# fifo_uart_tx

Fig. 1: fifo_uart_tx, metal layers overlaid
Two of the layers only.
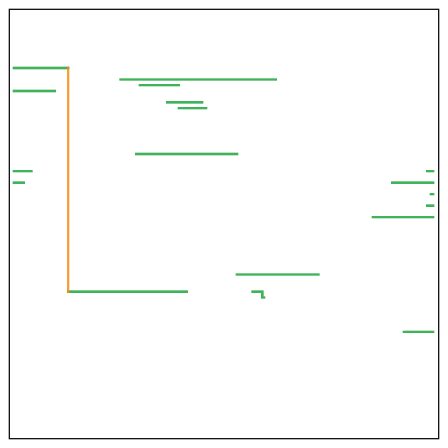

==> config.mk <==
export PLATFORM = sky130hd
export DESIGN_NAME = fifo_uart_tx
export DESIGN_NICKNAME = d
export VERILOG_FILES = /design/src/rtl/fifo_uart_tx_pkg.sv /design/src/rtl/fifo_uart_tx_baud.sv /design/src/rtl/fifo_uart_tx.sv
export SDC_FILE = /design/constraint.sdc
export NUM_CORES = 1
export LEC_CHECK = 0
export CORE_MARGIN = 1
export CORE_UTILIZATION = 45
export CTS_CLUSTER_DIAMETER = 200
export DETAILED_ROUTE_END_ITERATION = 8
export PLACE_DENSITY = 0.7
export SLEW_MARGIN = 20
export SYNTH_ARGS = -nofsm -noshare
export SYNTH_HDL_FRONTEND = slang
export SYNTH_SLANG_ARGS = --single-unit
==> constraint.sdc <==
create_clock -name clk -period 3.48 [get_ports clk]
set_clock_uncertainty 0.15 [all_clocks]
set_input_delay 0.696 -clock clk [delete_from_list [all_inputs] [get_ports clk]]
set_output_delay 0.696 -clock clk [all_outputs]
set_load 0.005 [all_outputs]
==> src/rtl/fifo_uart_tx_pkg.sv <==
// Shared types and helpers for the FIFO-fed UART transmitter.
// The optional parity stage is enabled by defining FIFO_UART_TX_PARITY_EN.
package fifo_uart_tx_pkg;

   typedef enum logic [2:0] {IDLE, START, DATA, PARITY, STOP} tx_state_t;

   localparam logic TX_IDLE_LEVEL = 1'b1;

   // Width of a counter that has to reach n-1; never narrower than one bit.
   function automatic int cnt_width(input int n);
      return (n <= 2) ? 1 : $clog2(n);
   endfunction

endpackage

==> src/rtl/fifo_uart_tx_baud.sv <==
// Bit-period counter: flags the final clk cycle of every serial bit.
// Held at zero while clear is high so a new frame always starts on a full bit.
module baud_tick_counter
   import fifo_uart_tx_pkg::*;
#(
   parameter int CLKS_PER_BIT = 16
) (
   input  logic clk,
   input  logic rst,
   input  logic clear,
   output logic last_tick
);

   localparam int CW = cnt_width(CLKS_PER_BIT);
   localparam logic [CW-1:0] LAST_COUNT = CW'(CLKS_PER_BIT - 1);

   logic [CW-1:0] count;

   // NOTE: sequential state uses non-blocking assignments so every flop samples pre-edge values.
   always_ff @(posedge clk or posedge rst) begin
      if (rst) begin
         count <= '0;
      end else if (clear || last_tick) begin
         count <= '0;
      end else begin
         count <= count + 1'b1;
      end
   end

   assign last_tick = !clear && (count == LAST_COUNT);

endmodule

==> src/rtl/fifo_uart_tx.sv <==
// Pops bytes from a show-ahead FIFO and sends them as start/8N/stop serial frames.
// Define FIFO_UART_TX_PARITY_EN to insert an even-parity bit between DATA and STOP.
module fifo_uart_tx
   import fifo_uart_tx_pkg::*;
#(
   parameter int CLKS_PER_BIT = 16,
   parameter int DATA_W       = 8
) (
   input  logic              clk,
   input  logic              rst,
   input  logic              tx_en,
   input  logic              fifo_empty,
   input  logic [DATA_W-1:0] fifo_data,
   output logic              fifo_read_en,
   output logic              tx,
   output logic              busy,
   output logic              frame_done
);

   localparam int BW = cnt_width(DATA_W);
   localparam logic [BW-1:0] LAST_BIT = BW'(DATA_W - 1);

   tx_state_t         state, state_next;
   logic [DATA_W-1:0] shift, shift_next;
   logic [BW-1:0]     bit_idx, bit_idx_next;
   logic              tx_next;
   logic              last_tick;
   logic              pop;
`ifdef FIFO_UART_TX_PARITY_EN
   logic              parity;
`endif

   baud_tick_counter #(
      .CLKS_PER_BIT(CLKS_PER_BIT)
   ) u_baud (
      .clk       (clk),
      .rst       (rst),
      .clear     (state == IDLE),
      .last_tick (last_tick)
   );

   // Pop points: idle, or the final STOP cycle so frames can run back to back.
   assign pop = !rst && tx_en && !fifo_empty &&
                ((state == IDLE) || ((state == STOP) && last_tick));

   assign fifo_read_en = pop;
   assign busy         = (state != IDLE);

   always_ff @(posedge clk or posedge rst) begin
      if (rst) begin
         state      <= IDLE;
         shift      <= '0;
         bit_idx    <= '0;
         tx         <= TX_IDLE_LEVEL;
         frame_done <= 1'b0;
      end else begin
         state      <= state_next;
         shift      <= shift_next;
         bit_idx    <= bit_idx_next;
         tx         <= tx_next;
         frame_done <= (state == STOP) && last_tick;
      end
   end

`ifdef FIFO_UART_TX_PARITY_EN
   always_ff @(posedge clk or posedge rst) begin
      if (rst) begin
         parity <= 1'b0;
      end else if (pop) begin
         parity <= ^fifo_data;
      end
   end
`endif

   always_comb begin
      // NOTE: every combinational output gets a default first so no latch is inferred.
      state_next = state;
      case (state)
         IDLE:    if (pop) state_next = START;
         START:   if (last_tick) state_next = DATA;
         DATA: begin
            if (last_tick && (bit_idx == LAST_BIT)) begin
`ifdef FIFO_UART_TX_PARITY_EN
               state_next = PARITY;
`else
               state_next = STOP;
`endif
            end
         end
`ifdef FIFO_UART_TX_PARITY_EN
         PARITY:  if (last_tick) state_next = STOP;
`endif
         STOP:    if (last_tick) state_next = pop ? START : IDLE;
         default: state_next = IDLE;
      endcase
   end

   // tx is derived from the next state so the registered line changes on bit boundaries.
   always_comb begin
      shift_next   = shift;
      bit_idx_next = bit_idx;
      tx_next      = TX_IDLE_LEVEL;

      if (pop) begin
         shift_next   = fifo_data;
         bit_idx_next = '0;
      end else if ((state == DATA) && last_tick) begin
         shift_next   = shift >> 1;
         bit_idx_next = (bit_idx == LAST_BIT) ? '0 : bit_idx + 1'b1;
      end

      case (state_next)
         START:   tx_next = 1'b0;
         DATA:    tx_next = shift_next[0];
`ifdef FIFO_UART_TX_PARITY_EN
         PARITY:  tx_next = parity;
`endif
         default: tx_next = TX_IDLE_LEVEL;
      endcase
   end

endmodule

# multibyte_add_sequencer

File: config.mk
export PLATFORM = sky130hd
export DESIGN_NAME = multibyte_add_sequencer
export DESIGN_NICKNAME = d
export VERILOG_FILES = /design/src/rtl/multibyte_add_sequencer.sv
export SDC_FILE = /design/constraint.sdc
export NUM_CORES = 1
export LEC_CHECK = 0
export CELL_PAD_IN_SITES_DETAIL_PLACEMENT = 0
export CELL_PAD_IN_SITES_GLOBAL_PLACEMENT = 2
export CORE_MARGIN = 5
export CORE_UTILIZATION = 28
export CTS_CLUSTER_DIAMETER = 200
export DETAILED_ROUTE_END_ITERATION = 12
export GPL_ROUTABILITY_DRIVEN = 0
export PLACE_DENSITY_LB_ADDON = 0.1
export SLEW_MARGIN = 10
export SYNTH_ARGS = -nofsm -noshare
export SYNTH_HDL_FRONTEND = slang
export SYNTH_SLANG_ARGS = --single-unit
File: constraint.sdc
create_clock -name clk -period 2.76 [get_ports clk]
set_input_delay 0.828 -clock clk [delete_from_list [all_inputs] [get_ports clk]]
set_output_delay 0.828 -clock clk [all_outputs]
set_load 0.01 [all_outputs]
File: src/rtl/multibyte_add_sequencer.sv
// Byte-serial add/subtract sequencer driving one external 8-bit adder.
// LSB byte first, carry chained through a register between bytes.
module multibyte_add_sequencer #(
    parameter int NBYTES = 4
) (
    input  logic                  clk,
    input  logic                  rst_n,
    input  logic                  start,
    input  logic                  sub,
    input  logic [8*NBYTES-1:0]   op_a,
    input  logic [8*NBYTES-1:0]   op_b,
    output logic                  busy,
    output logic                  done,
    output logic [8*NBYTES-1:0]   result,
    output logic                  cout,
    output logic                  ovf,
    output logic [7:0]            add_a,
    output logic [7:0]            add_b,
    output logic                  add_c0,
    input  logic [7:0]            add_f,
    input  logic                  add_c8
);

    localparam int W  = 8 * NBYTES;
    localparam int IW = (NBYTES > 2) ? $clog2(NBYTES) : 1;

    localparam logic [IW-1:0] LAST = IW'(NBYTES - 1);

    localparam logic [1:0] IDLE = 2'd0;
    localparam logic [1:0] RUN  = 2'd1;
    localparam logic [1:0] DONE = 2'd2;

    logic [1:0]    state;
    logic [IW-1:0] idx;
    logic [W-1:0]  a_r;
    logic [W-1:0]  bx_r;
    logic          carry;

    assign busy = (state != IDLE);
    assign done = (state == DONE);

    // Present the current byte slice to the adder only while running
    always_comb begin
        add_a  = 8'd0;
        add_b  = 8'd0;
        add_c0 = 1'b0;
        if (state == RUN) begin
            add_a  = a_r[{idx, 3'b000} +: 8];
            add_b  = bx_r[{idx, 3'b000} +: 8];
            add_c0 = carry;
        end
    end

    // FSM, operand capture, byte write-back and final flags
    always_ff @(posedge clk) begin
        if (!rst_n) begin
            state  <= IDLE;
            idx    <= '0;
            a_r    <= '0;
            bx_r   <= '0;
            carry  <= 1'b0;
            result <= '0;
            cout   <= 1'b0;
            ovf    <= 1'b0;
        end else begin
            case (state)
                IDLE: begin
                    if (start) begin
                        a_r   <= op_a;
                        bx_r  <= sub ? ~op_b : op_b;
                        carry <= sub;
                        idx   <= '0;
                        state <= RUN;
                    end
                end
                RUN: begin
                    result[{idx, 3'b000} +: 8] <= add_f;
                    carry <= add_c8;
                    idx   <= idx + 1'b1;
                    if (idx == LAST) begin
                        cout  <= add_c8;
                        ovf   <= (a_r[W-1] == bx_r[W-1]) &&
                                 (add_f[7] != a_r[W-1]);
                        idx   <= '0;
                        state <= DONE;
                    end
                end
                DONE: begin
                    state <= IDLE;
                end
                default: begin
                    state <= IDLE;
                end
            endcase
        end
    end

endmodule

Fig. 2: fifo_uart_tx, cell outlines without signal wires
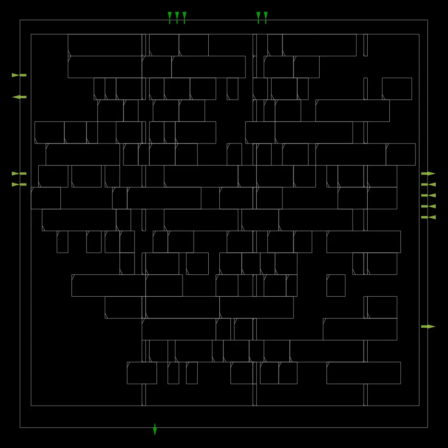
sequential cell area share: 0.397
final cell count without fillers: 144
Fillers: 197

## Picture notes: Fig. 1
Key: metal 4 = orange [wire length 26.5 um]; metal 3 = green [wire length 99.6 um]
routed vias: 838
All-Layer GR Usage: 0.210
post-DR wirelength/cell: 15.7 um

==> results.toml, fifo_uart_tx <==
# implementation run metrics
[grt]
use_met2 = 0.304
busiest_layer = "met2"
grt_overflow = 0
grt_pass1_wl_um = 3880

[run]
warnings = 26

[final_timing]
worst_slew_pin_slew_ns = 0.757
setup_slack_ns = 0.427
whs_ns = 0.320
drv_slew = 0
max_slew_margin = 0.495

[worst_setup_path]
crit_required_ns = 2.63
path_delay_family = "buffers and inverters"
cp-end-kind = "output port"
r2r_cells = 6
worstReg2RegEnd = "shift[6]"

[layout]
drive_above_1_share = 0.164
final_cell_mix = "19 x dfrtp_1, 15 x clkdlybuf4s50_1, 11 x nand3_1"
diodes = 0
final_cell_area_um2 = 1260

[pwr]
maxPowerGroup = "registers"
p_per_area_nw_per_um2 = 569
netSwitchingFraction = 0.311
power_leakage_nw = 0.523

[cts]
htreeDepth = 1
tritoncts = "done"

[route]
ant_nets = 0
drc_errors = 0
wl_met2_um = 1090
topRoutingLayerUsed = "met4"

[synth]
yosys_warnings = 0
largest_area_cell = "dfrtp_1"
synth_stat.cells = 100
ys_seq_share = 0.470

[worst_hold_path]
hp-start = "u_baud.count[0]"

[run_status]
status = "finished, final reports clean"
==> fifo_uart_tx: worst max-delay path by stage <==
stage               startpoint           end  slack, ns  cells past startpoint
finish                     rst  fifo_read_en       0.43                      5
global route               rst  fifo_read_en       0.35                      5
global placement           rst  fifo_read_en       0.43                      5
detailed placement         rst  fifo_read_en       0.42                      5
CTS                        rst  fifo_read_en       0.40                      5
floorplan                  rst  fifo_read_en       1.21                      4
==> fifo_uart_tx: final cells by class <==
class | count | area (um2) | share of cell area
repair buffers | 18 | 173 | 0.136
multi-input cells | 63 | 478 | 0.378
inverters | 11 | 41.3 | 0.0326
well taps | 28 | 35.0 | 0.0277
flip-flops and latches | 20 | 502 | 0.397
clock buffers | 4 | 36.3 | 0.0287
==> fifo_uart_tx: logic make-up after synthesis <==
group,after synthesis,share of synthesized area
AND-OR/OR-AND,26,0.186
AND/OR/NAND/NOR,31,0.200
flip-flops,20,0.470
multiplexers,1,0.00937
XOR/XNOR,2,0.0164
adder cells (fa/ha/maj),3,0.0351
buffers and inverters,17,0.0831
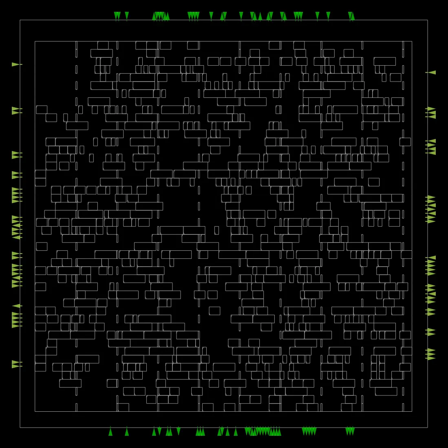
Fig. 3. Cell outlines without signal wires (multibyte_add_sequencer).
Post-Route Utilization: 0.401
sequential cell area share: 0.323
final cell count without fillers: 824
Fillers: 1644

==> results.toml, multibyte_add_sequencer <==
# implementation run metrics
[run_status]
status = "finished, final reports clean"

[pwr]
p_int_w = 0.00261
power_leakage_nw = 2.32

[synth]
synth.logic.top_family = "simple AND/OR/NAND/NOR gates"
adder_share = 0.0164
ff_type = "dfxtp_1"
netlist_area_um2 = 4570
syn_inst = 490

[grt]
grt_usage = 0.138
grt_pass1_vias = 3763
grt_pass1_wl_um = 20200

[worst_setup_path]
worstReg2RegEnd = "result[30]"
start_kind = "flip-flop"

[run]
warnings = 31

[worst_hold_path]
worstHoldEndpoint = "a_r[17]"

[layout]
areaGrowthSynthToFinish_pct = 39.8
comb_area_frac = 0.356
clkbuf_count = 11
logic_area_um2 = 2280

[cts]
htreeDepth = 3
cts_buffer_depth = 2
clkSinkCount = 103
clkLatencyLatePin_ns = 0.34

[route]
viasPerCell = 4.61
ant_nets = 0
vias = 3799

[final_timing]
finalClockPeriodUsage = 0.961
whs_ns = 0.454

[floorplan]
core_area_um2 = 15900
num_tap_cells = 216
die_x_um = 138
ios = 130
## multibyte_add_sequencer: sequential cells by signal, summed over array words and instances (netlist names)
signal / count
bx_r: 32
a_r: 32
result: 32
state: 2
idx: 2
ovf: 1
carry: 1
cout: 1
## multibyte_add_sequencer: layer usage
layer	up-vias	global-route usage	wire length, um
met3	13	0.0321	728
met5	-	0	0
li1	1926	-	-
met1	1775	0.174	5720
met4	0	0.0510	204
met2	85	0.228	6140
## multibyte_add_sequencer: critical path: stages (launching register included)
cell and delay (ns):
dfxtp_2 0.37, buf_8 0.16, mux4_2 0.49, and2_1 0.18, dlygate4sd2_1 0.28
## multibyte_add_sequencer: repair_timing
action,CTS,global route
endpoints found under the setup margin,16,0
resized,18,0
hold buffers,0,0
endpoints found under the hold margin,0,0
buffers inserted,1,0
## multibyte_add_sequencer: cells in the mapped netlist, drive strengths merged (2+ instances only)
cell / instances
a21oi: 42
ha: 6
nor3: 2
o22ai: 14
and3b: 4
o21ai: 7
nor2b: 2
xnor2: 32
nand3: 10
nor2: 39
nand2b: 4
inv: 5
dfxtp: 103
nand2: 90
a32o: 8
nor3b: 2
nand4: 2
clkbuf: 7
nand3b: 3
mux4: 16
a211oi: 32
buf: 34
and2: 16


==> notes/layouts.md <==
Pictures saved along the way, in no particular order.

I/O nets highlighted.
image #1
Scale bar: 20 um.
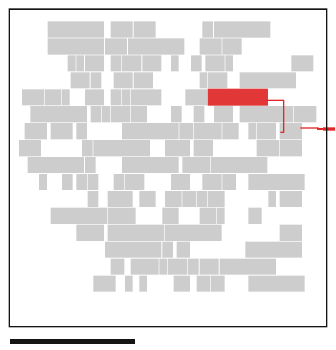
image #2
Scale bar: 50 um.
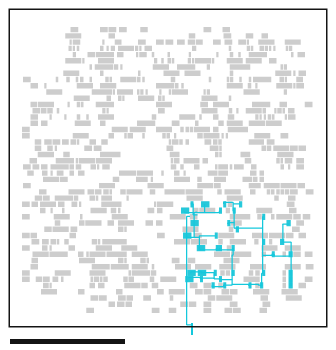
Of these, largest die: image #2
- image #1 = fifo_uart_tx
- image #2 = multibyte_add_sequencer

Key to image #1:
Key: `tx` = red [direction output, edge right, end cells 1, buffers 1, wire 11.9 um]

